# ---- seg7_scan_driver ----
==> seg7_scan_driver/clk_routes.png <==
Scale bar: 20 um.
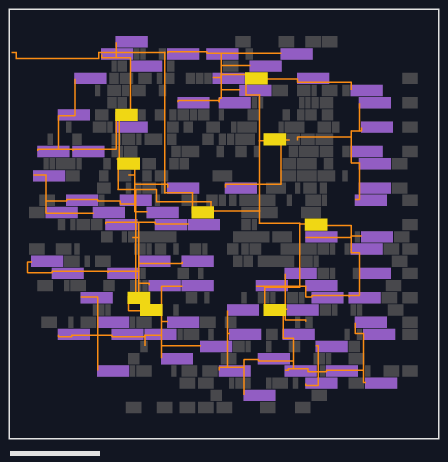

File: src/rtl/seg7_pkg.sv
// Shared constants and glyph encoding for the 7-segment scan driver.
// Segment bit order is {g,f,e,d,c,b,a}; all codes are active-low.
package seg7_pkg;

    localparam logic [6:0] SEG_OFF  = 7'h7F;
    localparam logic [6:0] SEG_DASH = 7'h3F;

    localparam logic [6:0] GLYPH_TBL [16] = '{
        7'h40, 7'h79, 7'h24, 7'h30, 7'h19, 7'h12, 7'h02, 7'h78,
        7'h00, 7'h10, 7'h08, 7'h03, 7'h46, 7'h21, 7'h06, 7'h0E
    };

    // Codes 10..15 render as a dash when hex glyphs are disabled.
    function automatic logic [6:0] seg7_glyph(input logic [3:0] nibble, input logic hex_mode);
        if (!hex_mode && (nibble > 4'd9)) begin
            return SEG_DASH;
        end
        return GLYPH_TBL[nibble];
    endfunction

endpackage

File: src/rtl/seg7_glyph_lut.sv
// Combinational nibble to active-low segment encoder.
module seg7_glyph_lut #(
    parameter bit HEX_MODE = 1'b1
) (
    input  logic [3:0] nibble,
    output logic [6:0] seg_c
);
    import seg7_pkg::*;

    assign seg_c = seg7_glyph(nibble, HEX_MODE);

endmodule

File: src/rtl/seg7_scan_driver.sv
// Time-multiplexed common-anode 7-segment driver with a double-buffered
// frame, leading-zero blanking and per-slot anti-ghost blanking.
module seg7_scan_driver #(
    parameter int unsigned NUM_DIGITS    = 4,
    parameter int unsigned SLOT_CYC      = 50000,
    parameter int unsigned BLANK_CYC     = 16,
    parameter bit          HEX_MODE      = 1'b1,
    parameter bit          AN_ACTIVE_LOW = 1'b1
) (
    input  logic                    clk_i,
    input  logic                    rst_i,
    input  logic [4*NUM_DIGITS-1:0] digits_i,
    input  logic [NUM_DIGITS-1:0]   dp_i,
    input  logic                    lz_blank_i,
    input  logic                    load_i,
    output logic                    pend_o,
    output logic                    frame_o,
    output logic [6:0]              seg_o,
    output logic                    dp_o,
    output logic [NUM_DIGITS-1:0]   an_o
);
    import seg7_pkg::*;

    localparam int unsigned IDX_W = $clog2(NUM_DIGITS);
    localparam int unsigned CNT_W = $clog2(SLOT_CYC);
    localparam int unsigned DIG_W = 4 * NUM_DIGITS;
    localparam logic [NUM_DIGITS-1:0] AN_OFF = AN_ACTIVE_LOW ? '1 : '0;

    logic [CNT_W-1:0]      cnt_q;
    logic [IDX_W-1:0]      idx_q;
    logic                  frame_q;
    logic                  pend_q;
    logic [DIG_W-1:0]      pend_dig_q;
    logic [NUM_DIGITS-1:0] pend_dp_q;
    logic                  pend_lz_q;
    logic [DIG_W-1:0]      disp_dig_q;
    logic [NUM_DIGITS-1:0] disp_dp_q;
    logic                  disp_lz_q;
    logic [6:0]            seg_q;
    logic                  dp_q;
    logic [NUM_DIGITS-1:0] an_q;

    logic                  cnt_last;
    logic                  idx_last;
    logic                  in_blank;
    logic [3:0]            cur_nib;
    logic [6:0]            cur_glyph_c;
    logic                  cur_lz;
    logic [NUM_DIGITS-1:0] lz_vec;
    logic                  zero_run;
    logic [NUM_DIGITS-1:0] an_on;

    assign cnt_last = (cnt_q == CNT_W'(SLOT_CYC - 1));
    assign idx_last = (idx_q == IDX_W'(NUM_DIGITS - 1));
    assign in_blank = (cnt_q < CNT_W'(BLANK_CYC));
    assign cur_nib  = disp_dig_q[{idx_q, 2'b00} +: 4];
    assign cur_lz   = disp_lz_q & lz_vec[idx_q];
    assign an_on    = NUM_DIGITS'(1) << idx_q;

    // Slot counter and digit index.
    always_ff @(posedge clk_i) begin
        if (rst_i) begin
            cnt_q   <= '0;
            idx_q   <= '0;
            frame_q <= 1'b0;
        end else begin
            frame_q <= cnt_last & idx_last;
            if (cnt_last) begin
                cnt_q <= '0;
                idx_q <= idx_last ? '0 : idx_q + IDX_W'(1);
            end else begin
                cnt_q <= cnt_q + CNT_W'(1);
            end
        end
    end

    // Pending/display buffers; the display only swaps during the frame_o cycle,
    // which lies inside the blanking window of digit 0.
    always_ff @(posedge clk_i) begin
        if (rst_i) begin
            pend_q     <= 1'b0;
            pend_dig_q <= '0;
            pend_dp_q  <= '0;
            pend_lz_q  <= 1'b0;
            disp_dig_q <= '0;
            disp_dp_q  <= '0;
            disp_lz_q  <= 1'b0;
        end else begin
            if (load_i) begin
                pend_dig_q <= digits_i;
                pend_dp_q  <= dp_i;
                pend_lz_q  <= lz_blank_i;
            end
            if (frame_q) begin
                pend_q <= 1'b0;
                if (load_i) begin
                    disp_dig_q <= digits_i;
                    disp_dp_q  <= dp_i;
                    disp_lz_q  <= lz_blank_i;
                end else if (pend_q) begin
                    disp_dig_q <= pend_dig_q;
                    disp_dp_q  <= pend_dp_q;
                    disp_lz_q  <= pend_lz_q;
                end
            end else if (load_i) begin
                pend_q <= 1'b1;
            end
        end
    end

    // A digit is a leading zero when it and every more-significant nibble are zero.
    always_comb begin
        zero_run = 1'b1;
        lz_vec   = '0;
        for (int k = int'(NUM_DIGITS) - 1; k >= 0; k--) begin
            zero_run = zero_run & (disp_dig_q[4*k +: 4] == 4'h0);
            if (k != 0) begin
                lz_vec[k] = zero_run;
            end
        end
    end

    seg7_glyph_lut #(
        .HEX_MODE(HEX_MODE)
    ) u_glyph (
        .nibble(cur_nib),
        .seg_c (cur_glyph_c)
    );

    // Registered pin drivers.
    always_ff @(posedge clk_i) begin
        if (rst_i || in_blank) begin
            seg_q <= SEG_OFF;
            dp_q  <= 1'b1;
            an_q  <= AN_OFF;
        end else begin
            seg_q <= cur_lz ? SEG_OFF : cur_glyph_c;
            dp_q  <= ~disp_dp_q[idx_q];
            an_q  <= AN_ACTIVE_LOW ? ~an_on : an_on;
        end
    end

    assign pend_o  = pend_q;
    assign frame_o = frame_q;
    assign seg_o   = seg_q;
    assign dp_o    = dp_q;
    assign an_o    = an_q;

endmodule
File: config.mk
export PLATFORM = sky130hd
export DESIGN_NAME = seg7_scan_driver
export DESIGN_NICKNAME = d
export VERILOG_FILES = /design/src/rtl/seg7_pkg.sv /design/src/rtl/seg7_glyph_lut.sv /design/src/rtl/seg7_scan_driver.sv
export SDC_FILE = /design/constraint.sdc
export NUM_CORES = 1
export LEC_CHECK = 0
export ABC_CLOCK_PERIOD_IN_PS = 2700
export CELL_PAD_IN_SITES_DETAIL_PLACEMENT = 0
export CELL_PAD_IN_SITES_GLOBAL_PLACEMENT = 1
export CORE_MARGIN = 4
export CORE_UTILIZATION = 40
export CTS_CLUSTER_DIAMETER = 60
export CTS_CLUSTER_SIZE = 12
export DETAILED_ROUTE_END_ITERATION = 7
export PLACE_DENSITY = 0.74
export SLEW_MARGIN = 15
export SYNTH_ARGS = -nofsm -noshare
export SYNTH_HDL_FRONTEND = slang
export SYNTH_SLANG_ARGS = --single-unit
File: constraint.sdc
create_clock -name clk_i -period 2.7 [get_ports clk_i]
set_input_delay 0.54 -clock clk_i [delete_from_list [all_inputs] [get_ports clk_i]]
set_output_delay 0.54 -clock clk_i [all_outputs]
set_load 0.02 [all_outputs]
# ---- mux_b_flat ----
**src/rtl/mux_b_if.sv**
```systemverilog
// mux_b_if -- operand-B select bus.
//   ext_in          : sign-extended immediate operand
//   data_memory_in  : operand read from data memory
//   sel_B           : 0 selects ext_in, 1 selects data_memory_in
//   load_en         : capture enable for the registered copy
//   mux_B_out       : combinational selected operand
//   mux_B_q         : registered selected operand
//   sel_q           : registered copy of sel_B
// The master modport belongs to whoever drives the operands; slave is mux_b.
interface mux_b_if #(
  parameter int WIDTH = 11
);
  logic [WIDTH-1:0] ext_in;
  logic [WIDTH-1:0] data_memory_in;
  logic             sel_B;
  logic             load_en;
  logic [WIDTH-1:0] mux_B_out;
  logic [WIDTH-1:0] mux_B_q;
  logic             sel_q;

  modport master (
    output ext_in, data_memory_in, sel_B, load_en,
    input  mux_B_out, mux_B_q, sel_q
  );

  modport slave (
    input  ext_in, data_memory_in, sel_B, load_en,
    output mux_B_out, mux_B_q, sel_q
  );
endinterface

```
**src/rtl/mux_b.sv**
```systemverilog
// mux_b -- operand-B selector with an optional registered copy.
//   clk    : rising-edge clock, used only by the registered copy
//   rst_n  : asynchronous active-low reset of the registered copy
//   bus    : mux_b_if slave modport (operands, select, load enable, outputs)
// mux_B_out is a pure combinational 2:1 select; mux_B_q/sel_q capture it
// when load_en is high and hold otherwise.
module mux_b #(
  parameter int WIDTH = 11
) (
  input  logic   clk,
  input  logic   rst_n,
  mux_b_if.slave bus
);

  logic [WIDTH-1:0] mux_b_out_c;
  logic [WIDTH-1:0] mux_b_d;
  logic [WIDTH-1:0] mux_b_q;
  logic             sel_d;
  logic             sel_q;

  // Unknown select yields all-X in simulation instead of a bitwise merge of
  // the two operands; synthesis treats the default as don't-care.
  always_comb begin
    mux_b_out_c = '0;
    case (bus.sel_B)
      1'b0:    mux_b_out_c = bus.ext_in;
      1'b1:    mux_b_out_c = bus.data_memory_in;
      default: mux_b_out_c = 'x;
    endcase
  end

  // ---- registered copy: next-state ----
  always_comb begin
    mux_b_d = mux_b_q;
    sel_d   = sel_q;
    if (bus.load_en) begin
      mux_b_d = mux_b_out_c;
      sel_d   = bus.sel_B;
    end
  end

  always_ff @(posedge clk or negedge rst_n) begin
    if (!rst_n) begin
      mux_b_q <= '0;
      sel_q   <= 1'b0;
    end else begin
      mux_b_q <= mux_b_d;
      sel_q   <= sel_d;
    end
  end

  assign bus.mux_B_out = mux_b_out_c;
  assign bus.mux_B_q   = mux_b_q;
  assign bus.sel_q     = sel_q;

endmodule

```
**src/flat_wrapper.sv**
```systemverilog
// flat-port wrapper written by rule: the top's interface ports become plain ports
module mux_b_flat 
#(
  parameter int WIDTH = 11
)
  (clk, rst_n, bus_ext_in, bus_data_memory_in, bus_sel_B, bus_load_en, bus_mux_B_out, bus_mux_B_q, bus_sel_q);
  mux_b_if #(.WIDTH(WIDTH)) bus_i ();
  input  logic clk;
  input  logic rst_n;
  input wire logic [$bits(bus_i.ext_in)-1:0] bus_ext_in;
  input wire logic [$bits(bus_i.data_memory_in)-1:0] bus_data_memory_in;
  input wire logic [$bits(bus_i.sel_B)-1:0] bus_sel_B;
  input wire logic [$bits(bus_i.load_en)-1:0] bus_load_en;
  output wire logic [$bits(bus_i.mux_B_out)-1:0] bus_mux_B_out;
  output wire logic [$bits(bus_i.mux_B_q)-1:0] bus_mux_B_q;
  output wire logic [$bits(bus_i.sel_q)-1:0] bus_sel_q;
  assign bus_i.ext_in = bus_ext_in;
  assign bus_i.data_memory_in = bus_data_memory_in;
  assign bus_i.sel_B = bus_sel_B;
  assign bus_i.load_en = bus_load_en;
  assign bus_mux_B_out = bus_i.mux_B_out;
  assign bus_mux_B_q = bus_i.mux_B_q;
  assign bus_sel_q = bus_i.sel_q;
  mux_b #(.WIDTH(WIDTH)) u_core (.clk(clk), .rst_n(rst_n), .bus(bus_i));
endmodule
```
**config.mk**
```make
export PLATFORM = sky130hd
export DESIGN_NAME = mux_b_flat
export DESIGN_NICKNAME = d
export VERILOG_FILES = /design/src/rtl/mux_b_if.sv /design/src/rtl/mux_b.sv /design/src/flat_wrapper.sv
export SDC_FILE = /design/constraint.sdc
export NUM_CORES = 1
export LEC_CHECK = 0
export ABC_CLOCK_PERIOD_IN_PS = 1200
export CORE_MARGIN = 3
export CORE_UTILIZATION = 32
export CTS_CLUSTER_DIAMETER = 100
export CTS_CLUSTER_SIZE = 8
export DETAILED_ROUTE_END_ITERATION = 10
export PLACE_DENSITY = 0.77
export SYNTH_ARGS = -nofsm -noshare
export SYNTH_HDL_FRONTEND = slang
export SYNTH_SLANG_ARGS = --single-unit
```
**constraint.sdc**
```tcl
create_clock -name clk -period 1.2 [get_ports clk]
set_clock_uncertainty 0.15 [all_clocks]
set_input_delay 0.24 -clock clk [delete_from_list [all_inputs] [get_ports clk]]
set_output_delay 0.24 -clock clk [all_outputs]
set_load 0.01 [all_outputs]
```
# ---- uart_rx_os16 ----
File: config.mk
export PLATFORM = sky130hd
export DESIGN_NAME = uart_rx_os16
export DESIGN_NICKNAME = d
export VERILOG_FILES = /design/src/rtl/uart_pkg.sv /design/src/rtl/uart_os_tick.sv /design/src/rtl/uart_rx_os16.sv
export SDC_FILE = /design/constraint.sdc
export NUM_CORES = 1
export LEC_CHECK = 0
export ABC_AREA = 0
export CELL_PAD_IN_SITES_DETAIL_PLACEMENT = 0
export CELL_PAD_IN_SITES_GLOBAL_PLACEMENT = 1
export CORE_UTILIZATION = 49
export CTS_BUF_LIST = sky130_fd_sc_hd__clkbuf_4
export CTS_CLUSTER_SIZE = 25
export DETAILED_ROUTE_END_ITERATION = 16
export PLACE_DENSITY_LB_ADDON = 0.1
export SYNTH_ARGS = -nofsm -noshare
export SYNTH_HDL_FRONTEND = slang
export SYNTH_HIERARCHICAL = 1
export SYNTH_SLANG_ARGS = --single-unit
export TNS_END_PERCENT = 30
File: constraint.sdc
create_clock -name clk -period 4.8 [get_ports clk]
set_clock_uncertainty 0.1 [all_clocks]
set_input_delay 0.96 -clock clk [delete_from_list [all_inputs] [get_ports clk]]
set_output_delay 0.96 -clock clk [all_outputs]
set_load 0.1 [all_outputs]
File: src/rtl/uart_pkg.sv
// Shared definitions for the oversampling UART blocks: receiver state codes,
// parity mode encoding and the 16x tick divisor calculation.
package uart_pkg;

    localparam logic [2:0] IDLE  = 3'd0;
    localparam logic [2:0] START = 3'd1;
    localparam logic [2:0] DATA  = 3'd2;
    localparam logic [2:0] PAR   = 3'd3;
    localparam logic [2:0] STOP  = 3'd4;
    localparam logic [2:0] BRK   = 3'd5;

    localparam int PAR_NONE = 0;
    localparam int PAR_ODD  = 1;
    localparam int PAR_EVEN = 2;

    // Clocks per oversample tick, truncated; callers must keep the result >= 1.
    function automatic int calc_div(input int clk_freq, input int baud);
        return clk_freq / (baud * 16);
    endfunction

endpackage

File: src/rtl/uart_os_tick.sv
// Oversample tick divisor: counts 0..DIV-1 and pulses tick at DIV-1.
// While restart is high the counter is held at 0 and no tick is issued.
module uart_os_tick #(
    parameter int DIV = 1
) (
    input  logic clk,
    input  logic rst,
    input  logic restart,
    output logic tick
);

    localparam int CW = (DIV > 1) ? $clog2(DIV) : 1;
    localparam logic [CW-1:0] LAST = CW'(DIV - 1);

    logic [CW-1:0] cnt_q, cnt_d;

    always_comb begin
        cnt_d = cnt_q + 1'b1;
        if (restart || (cnt_q == LAST)) begin
            cnt_d = '0;
        end
    end

    assign tick = !restart && (cnt_q == LAST);

    // NOTE: sequential state is updated only with non-blocking assignments so
    // every flop samples the pre-edge values computed in always_comb.
    always_ff @(posedge clk) begin
        if (!rst) begin
            cnt_q <= '0;
        end else begin
            cnt_q <= cnt_d;
        end
    end

endmodule

File: src/rtl/uart_rx_os16.sv
// 16x oversampling UART receiver: start validation, 3-sample majority vote,
// LSB-first 8-bit frames with optional parity, framing and break reporting.
module uart_rx_os16
    import uart_pkg::*;
#(
    parameter int CLK_FREQ  = 100_000_000,
    parameter int BAUD      = 115200,
    parameter int PARITY    = 0,
    parameter int STOP_BITS = 1
) (
    input  logic       clk,
    input  logic       rst,
    input  logic       rx,
    output logic [7:0] rx_data,
    output logic       rx_val,
    output logic       frame_err,
    output logic       parity_err,
    output logic       break_det,
    output logic       busy
);

    localparam int DIV = calc_div(CLK_FREQ, BAUD);

    logic       rx_meta_q, rx_meta_d, rxs_q, rxs_d, rxs_prev_q, rxs_prev_d;
    logic [2:0] state_q, state_d;
    logic [3:0] sc_q, sc_d;
    logic [2:0] bit_cnt_q, bit_cnt_d;
    logic [1:0] samp_q, samp_d;
    logic [7:0] shift_q, shift_d, rx_data_q, rx_data_d;
    logic       par_err_q, par_err_d;
    logic       rx_val_q, rx_val_d, frame_err_q, frame_err_d;
    logic       parity_err_q, parity_err_d, break_q, break_d;
    logic       tick, fall, vote, mid, bit_end;

    uart_os_tick #(.DIV(DIV)) u_tick (
        .clk     (clk),
        .rst     (rst),
        .restart (state_q == IDLE),
        .tick    (tick)
    );

    assign fall    = rxs_prev_q && !rxs_q;
    assign vote    = (samp_q[0] & samp_q[1]) | (samp_q[0] & rxs_q) | (samp_q[1] & rxs_q);
    assign mid     = tick && (sc_q == 4'd9);
    assign bit_end = tick && (sc_q == 4'd15);

    always_comb begin
        rx_meta_d    = rx;
        rxs_d        = rx_meta_q;
        rxs_prev_d   = rxs_q;
        state_d      = state_q;
        sc_d         = tick ? sc_q + 4'd1 : sc_q;
        bit_cnt_d    = bit_cnt_q;
        samp_d       = samp_q;
        shift_d      = shift_q;
        par_err_d    = par_err_q;
        rx_data_d    = rx_data_q;
        rx_val_d     = 1'b0;
        frame_err_d  = 1'b0;
        parity_err_d = 1'b0;
        break_d      = 1'b0;

        if (tick && sc_q == 4'd7) samp_d[0] = rxs_q;
        if (tick && sc_q == 4'd8) samp_d[1] = rxs_q;

        case (state_q)
            IDLE: begin
                sc_d      = '0;
                bit_cnt_d = '0;
                par_err_d = 1'b0;
                if (fall) state_d = START;
            end
            START: begin
                if (mid && vote)  state_d = IDLE;
                else if (bit_end) state_d = DATA;
            end
            DATA: begin
                if (mid) shift_d = {vote, shift_q[7:1]};
                if (bit_end) begin
                    bit_cnt_d = bit_cnt_q + 3'd1;
                    if (bit_cnt_q == 3'd7) state_d = (PARITY != PAR_NONE) ? PAR : STOP;
                end
            end
            PAR: begin
                if (mid) begin
                    par_err_d = (PARITY == PAR_EVEN) ? (vote != ^shift_q) : (vote != ~^shift_q);
                end
                if (bit_end) state_d = STOP;
            end
            STOP: begin
                // bit_cnt_q has wrapped to 0 here; 1 marks the optional second stop bit.
                if (mid && bit_cnt_q == 3'd0) begin
                    rx_val_d     = 1'b1;
                    rx_data_d    = shift_q;
                    frame_err_d  = !vote;
                    parity_err_d = par_err_q;
                    if (!vote && shift_q == 8'h00) begin
                        break_d = 1'b1;
                        state_d = BRK;
                    end else if (STOP_BITS == 1) begin
                        state_d = IDLE;
                    end else begin
                        bit_cnt_d = 3'd1;
                    end
                end else if (mid) begin
                    state_d = IDLE;
                end
            end
            BRK: begin
                if (rxs_q) state_d = IDLE;
            end
            default: state_d = IDLE;
        endcase
    end

    always_ff @(posedge clk) begin
        if (!rst) begin
            rx_meta_q    <= 1'b1;
            rxs_q        <= 1'b1;
            rxs_prev_q   <= 1'b1;
            state_q      <= IDLE;
            sc_q         <= '0;
            bit_cnt_q    <= '0;
            samp_q       <= '0;
            shift_q      <= '0;
            par_err_q    <= 1'b0;
            rx_data_q    <= '0;
            rx_val_q     <= 1'b0;
            frame_err_q  <= 1'b0;
            parity_err_q <= 1'b0;
            break_q      <= 1'b0;
        end else begin
            rx_meta_q    <= rx_meta_d;
            rxs_q        <= rxs_d;
            rxs_prev_q   <= rxs_prev_d;
            state_q      <= state_d;
            sc_q         <= sc_d;
            bit_cnt_q    <= bit_cnt_d;
            samp_q       <= samp_d;
            shift_q      <= shift_d;
            par_err_q    <= par_err_d;
            rx_data_q    <= rx_data_d;
            rx_val_q     <= rx_val_d;
            frame_err_q  <= frame_err_d;
            parity_err_q <= parity_err_d;
            break_q      <= break_d;
        end
    end

    assign rx_data    = rx_data_q;
    assign rx_val     = rx_val_q;
    assign frame_err  = frame_err_q;
    assign parity_err = parity_err_q;
    assign break_det  = break_q;
    assign busy       = (state_q != IDLE);

endmodule

# ---- seg_scan_driver ----
[src/rtl/seg_scan_driver.sv]
// Four-digit multiplexed 7-segment scan driver with anti-ghost blanking and PWM brightness.
// Optional per-digit blinking is compiled in when SEG_SCAN_BLINK_EN is defined.
module seg_scan_driver #(
    parameter int REFRESH_DIV  = 100000,
    parameter int BLANK_CYCLES = 2000,
    parameter int BLINK_DIV    = 25000000
) (
    input  logic       clk100_i,
    input  logic       rst_i,
    input  logic [6:0] hex0_i,
    input  logic [6:0] hex1_i,
    input  logic [6:0] hex2_i,
    input  logic [6:0] hex3_i,
    input  logic [3:0] dp_i,
    input  logic [2:0] bright_i,
    input  logic       en_i,
    input  logic [3:0] blink_i,
    output logic [6:0] seg_o,
    output logic       dp_o,
    output logic [3:0] an_o
);
    localparam int STEP = (REFRESH_DIV - BLANK_CYCLES) / 8;
    localparam int CW   = $clog2(REFRESH_DIV);
    localparam logic [CW-1:0] SLOT_LAST = CW'(REFRESH_DIV - 1);

    logic [CW-1:0] slot_cnt_r;
    logic [1:0]    digit_r;
    logic [6:0]    seg_sh_r;
    logic          dp_sh_r;
    logic [2:0]    bright_sh_r;

    logic          slot_start_s;
    logic [6:0]    hex_sel_s;
    logic [6:0]    cur_seg_s;
    logic          cur_dp_s;
    logic [2:0]    cur_bright_s;
    logic          cur_dark_s;
    logic          dark_new_s;
    logic [31:0]   cnt_ext_s;
    logic [31:0]   win_end_s;
    logic          lit_s;

`ifdef SEG_SCAN_BLINK_EN
    localparam int BW = $clog2(BLINK_DIV);
    localparam logic [BW-1:0] BLINK_LAST = BW'(BLINK_DIV - 1);
    logic [BW-1:0] blink_cnt_r;
    logic          blink_phase_r;
    logic          dark_sh_r;

    // Blink time base: free-running half-period counter toggling the phase on wrap.
    always_ff @(posedge clk100_i) begin
        if (rst_i) begin
            blink_cnt_r   <= '0;
            blink_phase_r <= 1'b0;
            dark_sh_r     <= 1'b0;
        end else begin
            if (blink_cnt_r == BLINK_LAST) begin
                blink_cnt_r   <= '0;
                blink_phase_r <= ~blink_phase_r;
            end else begin
                blink_cnt_r <= blink_cnt_r + {{(BW-1){1'b0}}, 1'b1};
            end
            if (slot_start_s) begin
                dark_sh_r <= dark_new_s;
            end else begin
                dark_sh_r <= dark_sh_r;
            end
        end
    end

    assign dark_new_s = blink_phase_r & blink_i[digit_r];
    assign cur_dark_s = slot_start_s ? dark_new_s : dark_sh_r;
`else
    logic unused_blink_s;
    assign unused_blink_s = ^blink_i;
    assign dark_new_s     = 1'b0;
    assign cur_dark_s     = dark_new_s;
`endif

    // Select the incoming digit's pattern and decide whether its anode is lit this cycle.
    always_comb begin
        slot_start_s = (slot_cnt_r == '0);
        case (digit_r)
            2'd0:    hex_sel_s = hex0_i;
            2'd1:    hex_sel_s = hex1_i;
            2'd2:    hex_sel_s = hex2_i;
            2'd3:    hex_sel_s = hex3_i;
            default: hex_sel_s = 7'h7F;
        endcase
        // On the capture cycle the shadows are still stale, so use the live inputs.
        if (slot_start_s) begin
            cur_seg_s    = hex_sel_s;
            cur_dp_s     = dp_i[digit_r];
            cur_bright_s = bright_i;
        end else begin
            cur_seg_s    = seg_sh_r;
            cur_dp_s     = dp_sh_r;
            cur_bright_s = bright_sh_r;
        end
        cnt_ext_s = 32'(slot_cnt_r);
        win_end_s = 32'(BLANK_CYCLES) + (32'(cur_bright_s) + 32'd1) * 32'(STEP);
        lit_s = en_i && !cur_dark_s && (cnt_ext_s >= 32'(BLANK_CYCLES)) && (cnt_ext_s < win_end_s);
    end

    // Slot/digit sequencing, shadow capture and registered display outputs.
    always_ff @(posedge clk100_i) begin
        if (rst_i) begin
            slot_cnt_r  <= '0;
            digit_r     <= 2'd0;
            seg_sh_r    <= 7'h7F;
            dp_sh_r     <= 1'b0;
            bright_sh_r <= 3'd0;
            an_o        <= 4'hF;
            seg_o       <= 7'h7F;
            dp_o        <= 1'b1;
        end else begin
            if (slot_cnt_r == SLOT_LAST) begin
                slot_cnt_r <= '0;
                digit_r    <= digit_r + 2'd1;
            end else begin
                slot_cnt_r <= slot_cnt_r + {{(CW-1){1'b0}}, 1'b1};
            end
            if (slot_start_s) begin
                seg_sh_r    <= hex_sel_s;
                dp_sh_r     <= dp_i[digit_r];
                bright_sh_r <= bright_i;
            end else begin
                seg_sh_r    <= seg_sh_r;
                dp_sh_r     <= dp_sh_r;
                bright_sh_r <= bright_sh_r;
            end
            if (lit_s) begin
                an_o  <= ~(4'b0001 << digit_r);
                seg_o <= cur_seg_s;
                dp_o  <= ~cur_dp_s;
            end else begin
                an_o  <= 4'hF;
                seg_o <= 7'h7F;
                dp_o  <= 1'b1;
            end
        end
    end
endmodule

[config.mk]
export PLATFORM = sky130hd
export DESIGN_NAME = seg_scan_driver
export DESIGN_NICKNAME = d
export VERILOG_FILES = /design/src/rtl/seg_scan_driver.sv
export SDC_FILE = /design/constraint.sdc
export NUM_CORES = 1
export LEC_CHECK = 0
export CAP_MARGIN = 20
export CORE_ASPECT_RATIO = 0.75
export CORE_UTILIZATION = 50
export DETAILED_ROUTE_END_ITERATION = 10
export GPL_TIMING_DRIVEN = 0
export PLACE_DENSITY = 0.79
export REMOVE_ABC_BUFFERS = 1
export SYNTH_ARGS = -nofsm -noshare
export SYNTH_HDL_FRONTEND = slang
export SYNTH_SLANG_ARGS = --single-unit
export TNS_END_PERCENT = 1
[constraint.sdc]
create_clock -name clk100_i -period 7.7 [get_ports clk100_i]
set_input_delay 1.54 -clock clk100_i [delete_from_list [all_inputs] [get_ports clk100_i]]
set_output_delay 1.54 -clock clk100_i [all_outputs]
set_load 0.005 [all_outputs]
# ---- brc_iter ----
==> config.mk <==
export PLATFORM = sky130hd
export DESIGN_NAME = brc_iter
export DESIGN_NICKNAME = d
export VERILOG_FILES = /design/src/rtl/brc_iter.sv
export SDC_FILE = /design/constraint.sdc
export NUM_CORES = 1
export LEC_CHECK = 0
export CAP_MARGIN = 20
export CORE_UTILIZATION = 44
export DETAILED_ROUTE_END_ITERATION = 7
export PLACE_DENSITY = 0.76
export SYNTH_ARGS = -nofsm -noshare
export SYNTH_HDL_FRONTEND = slang
export SYNTH_SLANG_ARGS = --single-unit
==> constraint.sdc <==
create_clock -name i_clk -period 9.5 [get_ports i_clk]
set_clock_uncertainty 0.05 [all_clocks]
set_input_delay 1.9 -clock i_clk [delete_from_list [all_inputs] [get_ports i_clk]]
set_output_delay 1.9 -clock i_clk [all_outputs]
set_load 0.01 [all_outputs]
==> src/rtl/brc_iter.sv <==
// Iterative RISC-V branch comparator: walks the operands CHUNK bits per cycle from the MSB
// down and stops at the first differing chunk, so the latency depends on the data.
module brc_iter #(
  parameter int WIDTH = 32,
  parameter int CHUNK = 8
) (
  input  logic             i_clk,
  input  logic             i_reset,
  input  logic             i_flush,
  input  logic             i_valid,
  output logic             o_ready,
  input  logic [WIDTH-1:0] i_rs1_data,
  input  logic [WIDTH-1:0] i_rs2_data,
  input  logic [2:0]       i_funct3,
  output logic             o_valid,
  input  logic             i_ready,
  output logic             o_br_equal,
  output logic             o_br_less,
  output logic             o_taken,
  output logic             o_illegal
);

  localparam int NCHUNK = WIDTH / CHUNK;
  localparam int KW     = (NCHUNK > 1) ? $clog2(NCHUNK) : 1;
  localparam logic [WIDTH-1:0] MsbMask = WIDTH'(1) << (WIDTH - 1);

  if (CHUNK < 1 || (WIDTH % CHUNK) != 0) begin : g_bad_params
    $error("brc_iter: CHUNK must be >= 1 and divide WIDTH");
  end

  typedef enum logic [1:0] {StIdle, StBusy, StDone} state_e;

  state_e           state_q;
  logic [WIDTH-1:0] a_q, b_q;
  logic [2:0]       funct3_q;
  logic [KW-1:0]    k_q;
  logic [CHUNK-1:0] a_chunk, b_chunk;
  logic             chunk_eq, chunk_lt;

  assign a_chunk  = a_q[k_q*CHUNK +: CHUNK];
  assign b_chunk  = b_q[k_q*CHUNK +: CHUNK];
  assign chunk_eq = (a_chunk == b_chunk);
  assign chunk_lt = (a_chunk < b_chunk);
  assign o_ready  = (state_q == StIdle);

  function automatic logic taken_of(input logic [2:0] f, input logic eq, input logic lt);
    case (f)
      3'b000:          taken_of = eq;
      3'b001:          taken_of = ~eq;
      3'b100, 3'b110:  taken_of = lt;
      3'b101, 3'b111:  taken_of = ~lt;
      default:         taken_of = 1'b0;
    endcase
  endfunction

  always_ff @(posedge i_clk) begin
    if (i_reset) begin
      state_q    <= StIdle;
      k_q        <= '0;
      o_valid    <= 1'b0;
      o_br_equal <= 1'b0;
      o_br_less  <= 1'b0;
      o_taken    <= 1'b0;
      o_illegal  <= 1'b0;
    end else begin
      case (state_q)
        StIdle: begin
          if (i_valid && !i_flush) begin
            // Flipping the sign bits turns a signed compare into an unsigned one.
            a_q      <= i_funct3[1] ? i_rs1_data : (i_rs1_data ^ MsbMask);
            b_q      <= i_funct3[1] ? i_rs2_data : (i_rs2_data ^ MsbMask);
            funct3_q <= i_funct3;
            k_q      <= KW'(NCHUNK - 1);
            state_q  <= StBusy;
          end
        end
        StBusy: begin
          if (i_flush) begin
            state_q <= StIdle;
          end else if (!chunk_eq || k_q == '0) begin
            // With k_q == 0 and equal chunks this yields equal = 1, less = 0.
            o_br_equal <= chunk_eq;
            o_br_less  <= chunk_lt;
            o_taken    <= taken_of(funct3_q, chunk_eq, chunk_lt);
            o_illegal  <= (funct3_q[2:1] == 2'b01);
            o_valid    <= 1'b1;
            state_q    <= StDone;
          end else begin
            k_q <= k_q - KW'(1);
          end
        end
        StDone: begin
          if (i_flush || i_ready) begin
            o_valid <= 1'b0;
            state_q <= StIdle;
          end
        end
        default: state_q <= StIdle;
      endcase
    end
  end

endmodule

==> brc_iter/wires.png <==
Two of the layers only.
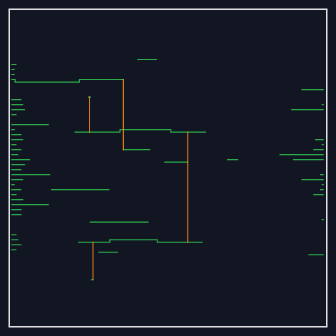
metal 3 -> green  # wire length 302 um
metal 4 -> orange  # wire length 68.7 um

==> brc_iter/placement_by_type.png <==
Scale bar: 20 um.
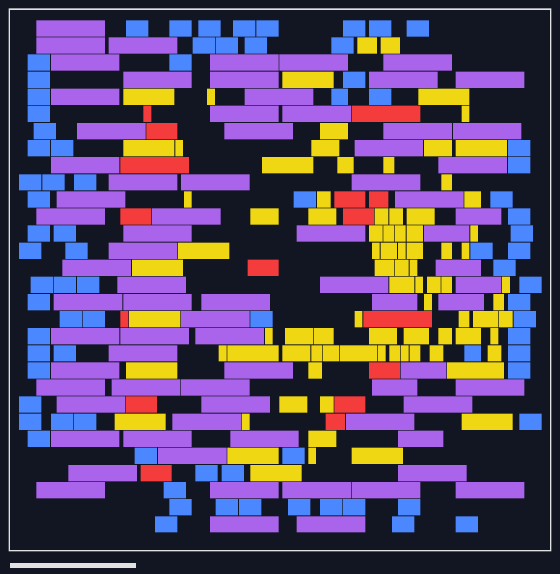
remaining buffers and delay cells -> blue  # cells 79, share of their area 19%
combinational and other logic -> yellow  # cells 86, share of their area 21%
clock drivers and dummy loads -> red  # cells 16, share of their area 5.8%
sequential cells -> purple  # cells 76, share of their area 54%

==> results.txt, brc_iter <==
Purpose: to document the outcome of synthesis and place and route.

Outcome
The flow ran to the end, and the final reports show no timing, DRC or antenna violations.

Worst hold path
Counting instances, the worst hold path has a depth of 2.

Critical path
The worst-case reg-to-reg path depth is 8. STA classifies the critical path endpoint as a flip-flop.

CTS
The post-CTS resize count is 0. The clock insertion delay at the later pin of the skew report is 0.34 ns. The clock tree root buffer cell is sky130_fd_sc_hd__clkbuf_8.

Power and ir drop
The worst VDD IR drop from the latest analysis is ~0.000095 V.

Layout
The design has between 70 and 80 sequential cells. The final report lists a non-filler cell total of 353.

Logic synthesis
Per Yosys stat, the portion of area used by sequential elements is 0.7079. The primary flip-flop cell chosen by synthesis mapping is sky130_fd_sc_hd__edfxtp_1. The synthesis report lists the most area-consuming cells as sky130_fd_sc_hd__edfxtp_1, sky130_fd_sc_hd__mux4_2, sky130_fd_sc_hd__dfxtp_1.

Global route
The routing usage on met3 is 0.05582.

Place
The final weighted congestion recorded by global placement is 0.7043.

Job
In this run the maximum-capacitance check reported violations numbering 0.
brc_iter: power breakdown:
group	switching (mW)	internal, mW	leakage (nW)
combinational	0.0280	0.0482	0.630
sequential	0.00588	0.375	0.687
clock	0.113	0.174	0.118
total	0.147	0.596	1.44
brc_iter: worst max-delay path, cell delays in order:
cell and delay, ns:
sky130_fd_sc_hd__clkdlybuf4s50_1 0.63, sky130_fd_sc_hd__nor4bb_4 0.33, sky130_fd_sc_hd__buf_4 0.66
brc_iter: layer usage:
metal	wire (um)	part of all wire	vias up
met5	0	0	-
met4	68	0.013	0
met3	301	0.058	9
met2	2553	0.49	63
met1	2278	0.44	838
li1	-	-	833
brc_iter: kinds of logic after synthesis:
kind of cell    count (synthesis)  share of synthesized area
compound gates                 19                    0.04243
simple gates                   29                    0.05940
mux                            17                     0.1200
flops                          76                     0.7079
buf+inv                        16                    0.02828
xor+xnor                        2                   0.005658
fa+ha+maj                       9                    0.03636
brc_iter: through the flow:
stage,area (um^2),utilization
CTS,4207,0.6192
floorplan,3097,-
global route,4207,0.6192
detailed placement,3968,0.5840
finish,4207,0.6192
global placement,3968,0.5840
==> mux_b_flat/wires.png <==
Two of the layers only.
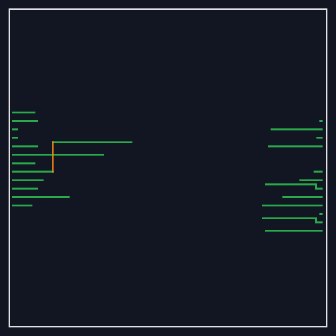
metal 4 -> orange  # wire length 4.80 um
metal 3 -> green  # wire length 137 um

==> results.txt, mux_b_flat <==
Purpose: to document the outcome of synthesis and place and route.

Global route
Recorded from the global router log, the overflow total was 0.

Outcome
The final reports fail on negative setup slack. The run finished, with violations left.

Job
The number of warnings reported in the stage logs is 29.

Layout
The final design area excluding fillers is approximately 1400 um^2. The fraction of the core area covered by cells at the end of the flow is 0.7576. The most frequently placed logic cell in the final layout is sky130_fd_sc_hd__mux2_4.

Logic synthesis
The cell type that accounts for the most area after synthesis is sky130_fd_sc_hd__dfrtp_1.

Critical path
STA classifies the critical path endpoint as an output port. Among cell families on the critical path, the largest total delay comes from buffers and inverters. The startpoint identified for the worst register-to-register timing path is u_core.bus.mux_B_q[4]$_DFFE_PN0P_. The worst-case reg-to-reg path depth is 3.

The critical path launch point is bus_sel_B.

Drt
The number of DRC markers after the initial detailed-route iteration is 0. The routed design shows a via density per instance of around 4.5.

STA
Setup slack on the critical path of the routed design comes to -0.09810 ns. In the final report, the number of endpoints failing setup comes to 11.
[mux_b_flat: flip-flops by register name, summed over array words and instances (netlist names)]
signal,cells
u_core.bus.sel_q,1
u_core.bus.mux_B_q,11
[mux_b_flat: cells by family after synthesis]
| logic type | share of synthesized area |
|---|---|
| buf+inv | 0.02528 |
| flops | 0.4669 |
| mux | 0.5078 |
[mux_b_flat: area by class of cell]
class                   instances  area [um^2]
well taps                      25        31.28
fillers                       141        436.7
clock buffers                   4        36.28
repair buffers                 72        663.1
flip-flops and latches         12        300.3
multi-input cells              23        334.1
[mux_b_flat: per-layer routing]
layer	GRT usage	up-vias	wire length [um]
met2	0.3652	24	1238
met1	0.1763	299	741
met3	0.04665	2	137
met5	0	-	0
met4	0.02691	0	4
li1	-	283	-
[mux_b_flat: what timing repair did]
| item | in CTS | in global routing |
|---|---|---|
| resized | 142 | 9 |
| setup buffers | 8 | 6 |
| hold endpoints to repair | 0 | 0 |
| setup endpoints to repair | 35 | 24 |
| gates cloned | 1 | 0 |
[mux_b_flat: cell usage after synthesis (all sizes together)]
cell type	number
mux2	23
buf	2
dfrtp	12
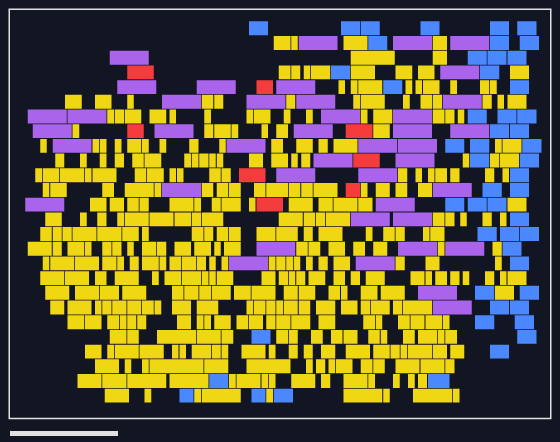
(seg_scan_driver/placement_by_type.png)
Scale bar: 20 um.
clock drivers and dummy loads -> red  # cells 8, share of their area 2.2%
remaining buffers and delay cells -> blue  # cells 52, share of their area 12%
sequential cells -> purple  # cells 42, share of their area 20%
combinational and other logic -> yellow  # cells 385, share of their area 65%

==> results.txt, seg_scan_driver <==
Purpose: to document the outcome of synthesis and place and route.

Outcome
The flow ran to the end, and the final reports show no timing, DRC or antenna violations.

Logic synthesis
The summed standard-cell area reported by yosys is approximately 3600 um^2. The post-synthesis area per instance is between 8 and 9 um^2.

Drt
After detailed routing, the number of remaining DRC violations is 0. The routed design shows a via density per instance of between 5 and 6. The routed layout has around 3300 vias. The number of DRC markers after the initial detailed-route iteration is 199.

Die
The placement row count is 26.

Layout
For this run, combinational gates with multiple inputs come to between 300 and 400. The fill cell total of the finished layout is 631. The layout cell share with drive strength beyond 1 is 0.06982.

Critical path
Counting stages on the worst path, the most repeated cell is sky130_fd_sc_hd__ha_1. The largest fanout of any net on the critical path is 12. The worst reg2reg path startpoint is slot_cnt_r[12]$_SDFF_PP0_.

CTS
The total clock buffers created by CTS is 5. After clock tree synthesis, the clock-pin slew on the worst setup and hold paths is 0.09 ns.
-- seg_scan_driver: worst min-delay path by stage --
stage / startpoint / to / cells after the start / slack, ns
after global routing: slot_cnt_r[0]$_SDFF_PP0_ / slot_cnt_r[0]$_SDFF_PP0_ / 1 / 0.54
after detailed placement: slot_cnt_r[0]$_SDFF_PP0_ / slot_cnt_r[0]$_SDFF_PP0_ / 1 / 0.48
after global placement: slot_cnt_r[0]$_SDFF_PP0_ / slot_cnt_r[0]$_SDFF_PP0_ / 1 / 0.47
after floorplan: slot_cnt_r[0]$_SDFF_PP0_ / slot_cnt_r[0]$_SDFF_PP0_ / 1 / 0.44
final: slot_cnt_r[0]$_SDFF_PP0_ / slot_cnt_r[0]$_SDFF_PP0_ / 1 / 0.50
after CTS: slot_cnt_r[0]$_SDFF_PP0_ / slot_cnt_r[0]$_SDFF_PP0_ / 1 / 0.50
-- seg_scan_driver: where the power goes --
group / leakage (nW) / internal, mW / switching (mW) / total (mW)
clock: 0.0447 / 0.0655 / 0.0845 / 0.150
sequential: 0.342 / 0.224 / 0.00437 / 0.228
combinational: 1.42 / 0.338 / 0.479 / 0.817
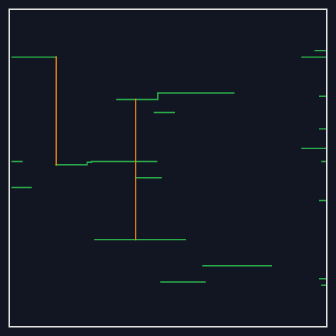
(uart_rx_os16/wires.png)
Two of the layers only.
metal 3 -> green  # wire length 132 um
metal 4 -> orange  # wire length 51.7 um

==> results.txt, uart_rx_os16 <==
Purpose: to document the outcome of synthesis and place and route.

Outcome
The run finished with clean final reports.

Worst hold path
Hold analysis lists the worst path endpoint as rxs_prev_d$_SDFF_PN1_.

Critical path
The kind of cell with the highest combined delay along the critical path is buffers and inverters. The end of the worst register-to-register path is state_q[2]$_SDFFE_PN0P_.

STA
The share of the clock period used by the worst path after layout is 0.7117. Setup repair after global routing left no endpoint under its margin.

Logic synthesis
The synthesized netlist handed to floorplanning was reported with a cell count of 222. The yosys stat cell total is between 200 and 250. The post-synthesis area per instance is about 9.0 um^2.

CTS
In this run the number of H-tree levels came out at 2. Gates resized during post-CTS repair numbered 0.

Die
Measured along the y axis, the die boundary spans 65.94 um.

Place
Per the placement report, the placed cell count is ~280.

Layout
The area growth from synthesis to layout is 9.931%.

Global route
The overall routing resource usage is 0.1820.

Power and ir drop
The ratio of total power to cell area is around 240 nW/um^2.
[uart_rx_os16: power by group through the flow]
| stage | clock (mW) | sequential (mW) | combinational, mW |
|---|---|---|---|
| final | 0.170 | 0.350 | 0.0135 |
| after global routing | 0.191 | 0.351 | 0.0146 |
| after CTS | 0.178 | 0.351 | 0.0135 |
| after detailed placement | 0 | 0.358 | 0.0135 |
| after global placement | 0 | 0.358 | 0.0133 |
| after floorplan | 0 | 0.358 | 0.0105 |
[uart_rx_os16: sequential cells by signal (all words and copies together) (netlist names), 2 cells and up]
register,flops
u_tick/cnt_q,6
rx_data,8
sc_q,4
state_q,3
samp_q,2
shift_q,8
bit_cnt_q,3
[uart_rx_os16: area by class of cell]
type / count / area share
clock buffer: 6 / 0.02045
timing repair buffer: 15 / 0.06818
inverter: 19 / 0.03239
tap: 48 / 0.02727
clock inverter: 2 / 0.003977
sequential: 42 / 0.3818
multi-input combinational: 153 / 0.4659
[uart_rx_os16: metal layers]
metal  vias up  wire length, um  share of wire  GRT usage
met5         -                0              0          0
met4         0               51          0.015    0.07713
met3         5              131          0.039    0.05690
met2        23             1588           0.47     0.3125
met1       664             1597           0.47     0.2064
li1        759                -              -          -
==> seg7_scan_driver/placement.png <==
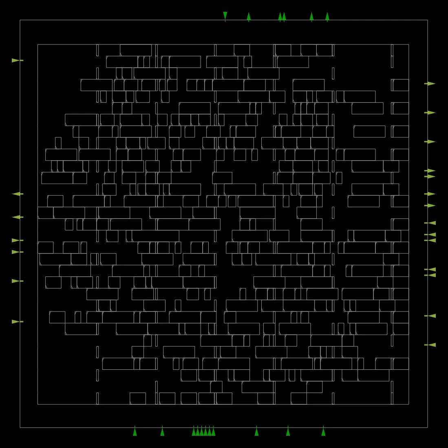
# fillers: 682
fraction of area in registers: 0.4003
area of the placeable core: 7331 um^2

About seg7_scan_driver/clk_routes.png:
flip-flops -> purple  # count 74
clock drivers -> yellow  # count 9
clock wires -> orange  # length 870 um
flops lie = widely spread
routed clock nets = 10

==> results.txt, seg7_scan_driver <==
Purpose: to document the outcome of synthesis and place and route.

Critical path
The slowest stage of the critical path is the sky130_fd_sc_hd__mux4_2 cell. The class of the most critical setup path is flip-flop to flip-flop. The data arrival time of the critical path is 2.44 ns.

Per the post-run analysis, buffers plus inverters along the critical path come to 0.

Outcome
The flow ran to the end, and the final reports show no timing, DRC or antenna violations.

Logic synthesis
During synthesis, Yosys emitted a total of 0 warnings. Per the post-synthesis report, the nets total 347. The number of different library cells in the post-synthesis netlist is 39. The simple-gate area share of the yosys netlist is 0.1806. The summed standard-cell area reported by yosys is 3062 um^2.

Of the total synthesized cell area, the portion taken by full adders, half adders and majority gates is 0.04495.

STA
The worst clock skew is 0.007295 ns. The timing-limited maximum frequency is 0.4467 GHz. For reference, the final report shows the hold violation count at 0.

Die
The chip footprint is approximately 9100 um^2. The top-level port count is 38. In this run the vertical extent of the chip is around 95 um.

Layout
The layout stage reports a final design area of roughly 3700 um^2. There are between 70 and 80 flip-flops and latches.

CTS
The root buffer cell chosen for the clock tree is sky130_fd_sc_hd__clkbuf_8. TritonCTS built the clock tree.

Power and ir drop
The ratio of total power to cell area is about 560 nW/um^2.

Place
The post-placement cell area is between 3000 and 4000 um^2.
-- seg7_scan_driver: metal layers --
metal,share of wire,GRT usage,vias up
met5,0,0,-
met4,0.020,0.06991,0
met3,0.037,0.03157,12
met2,0.46,0.2257,40
met1,0.48,0.1972,1013
li1,-,-,1168
-- seg7_scan_driver: through the flow --
step                power [mW]  setup WS [ns]
floorplan                1.204         0.6646
global placement         1.255         0.5103
detailed placement       1.257         0.4739
CTS                      2.097         0.4637
global route             2.160         0.3090
finish                   2.058         0.4615
-- seg7_scan_driver: path summary, 6_finish.rpt --
path / start / end / cells after the start
worst max-delay path: idx_q[0]$_SDFFE_PP0N_ / seg_o[0]$_SDFF_PP1_ / 5
worst max register to register: idx_q[0]$_SDFFE_PP0N_ / seg_o[0]$_SDFF_PP1_ / 5
worst min-delay path: cnt_q[0]$_SDFF_PP0_ / cnt_q[0]$_SDFF_PP0_ / 1
worst min register to register: cnt_q[0]$_SDFF_PP0_ / cnt_q[0]$_SDFF_PP0_ / 1
-- seg7_scan_driver: report_power, final --
group | switching, mW | internal, mW
Clock | 0.403 | 0.424
Sequential | 0.00716 | 1.11
Combinational | 0.0520 | 0.0571
Total | 0.463 | 1.60


## Gallery

Placed cells, one colour a class.
Scale bar: 20 um.
panel A
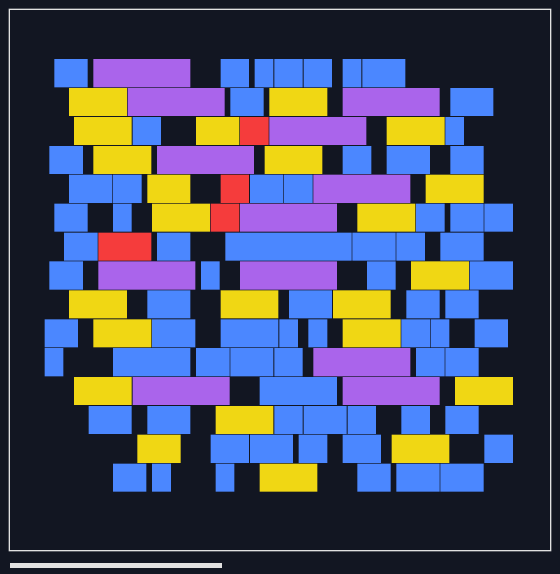
panel B
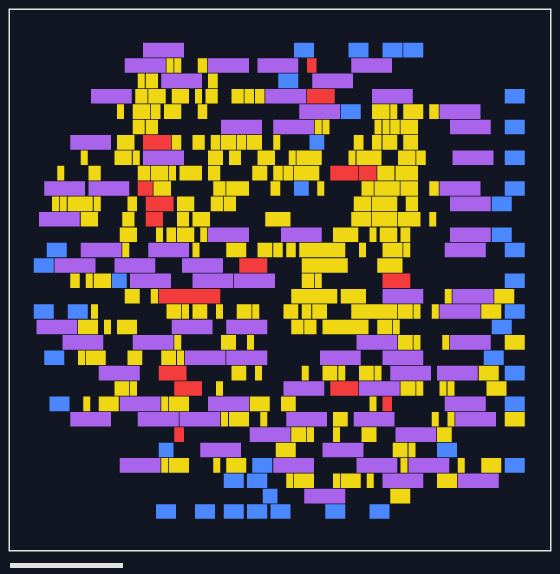
panel C
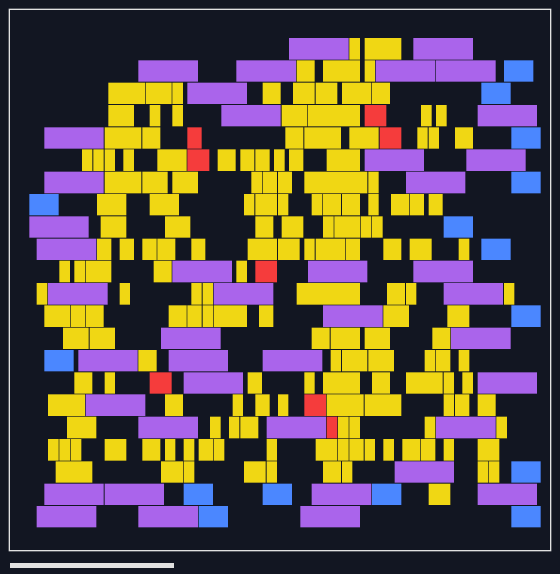
- panel A = mux_b_flat
- panel B = seg7_scan_driver
- panel C = uart_rx_os16
The one with the most sequential cells is panel B.
The one with the largest die is panel B.

Key to panel B:
sequential cells -> purple  # cells 74, share of their area 41%
clock drivers and dummy loads -> red  # cells 16, share of their area 5.4%
remaining buffers and delay cells -> blue  # cells 42, share of their area 11%
combinational and other logic -> yellow  # cells 216, share of their area 42%


==> layout pictures side by side <==
Floorplan with the power grid.
Scale bar: 20 um. Pins as bars on the die edge.
Plate I
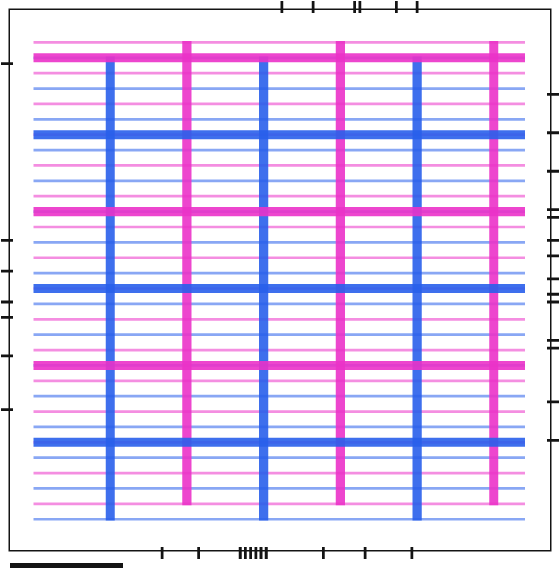
Plate II
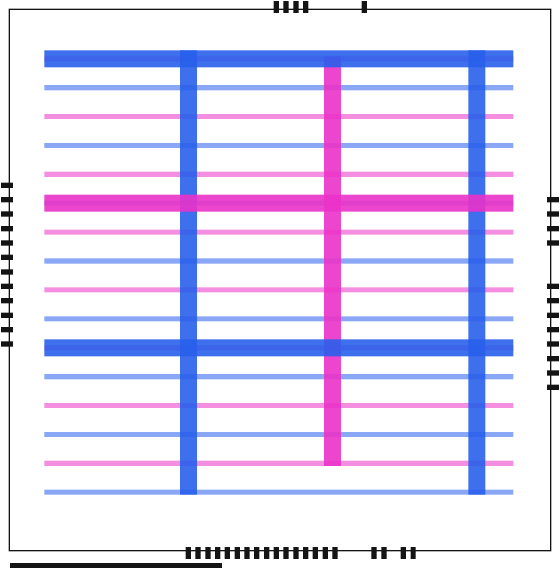
Plate III
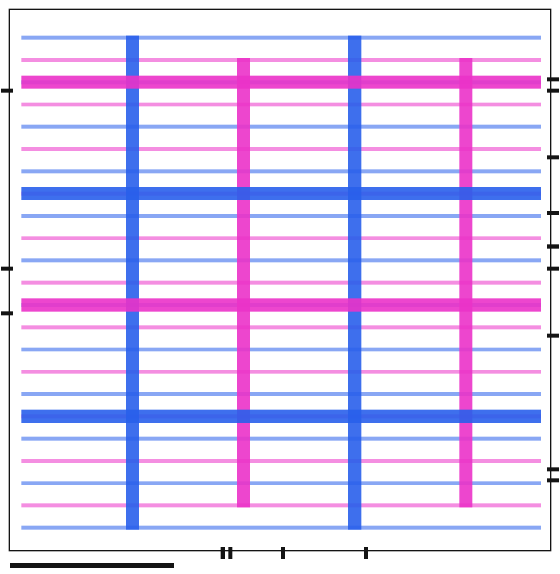
Plate IV
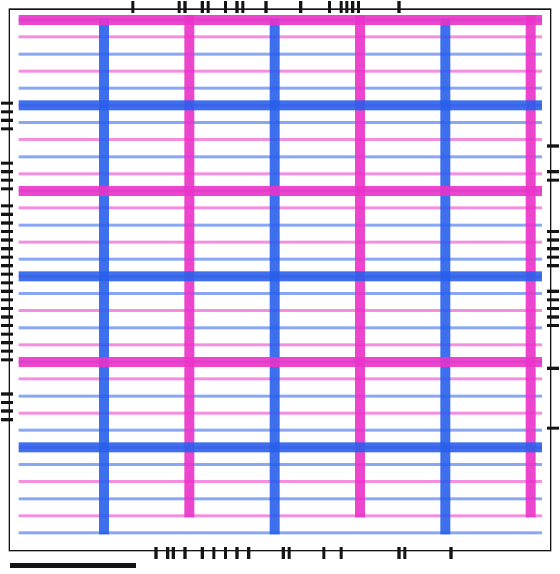
Plate V
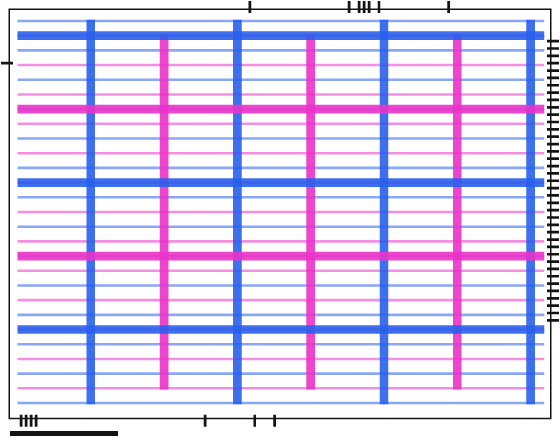
Plate IV: brc_iter
Plate I: seg7_scan_driver
Plate II: mux_b_flat
Plate III: uart_rx_os16
Plate V: seg_scan_driver

Power is estimated from default activity; no workload was simulated.
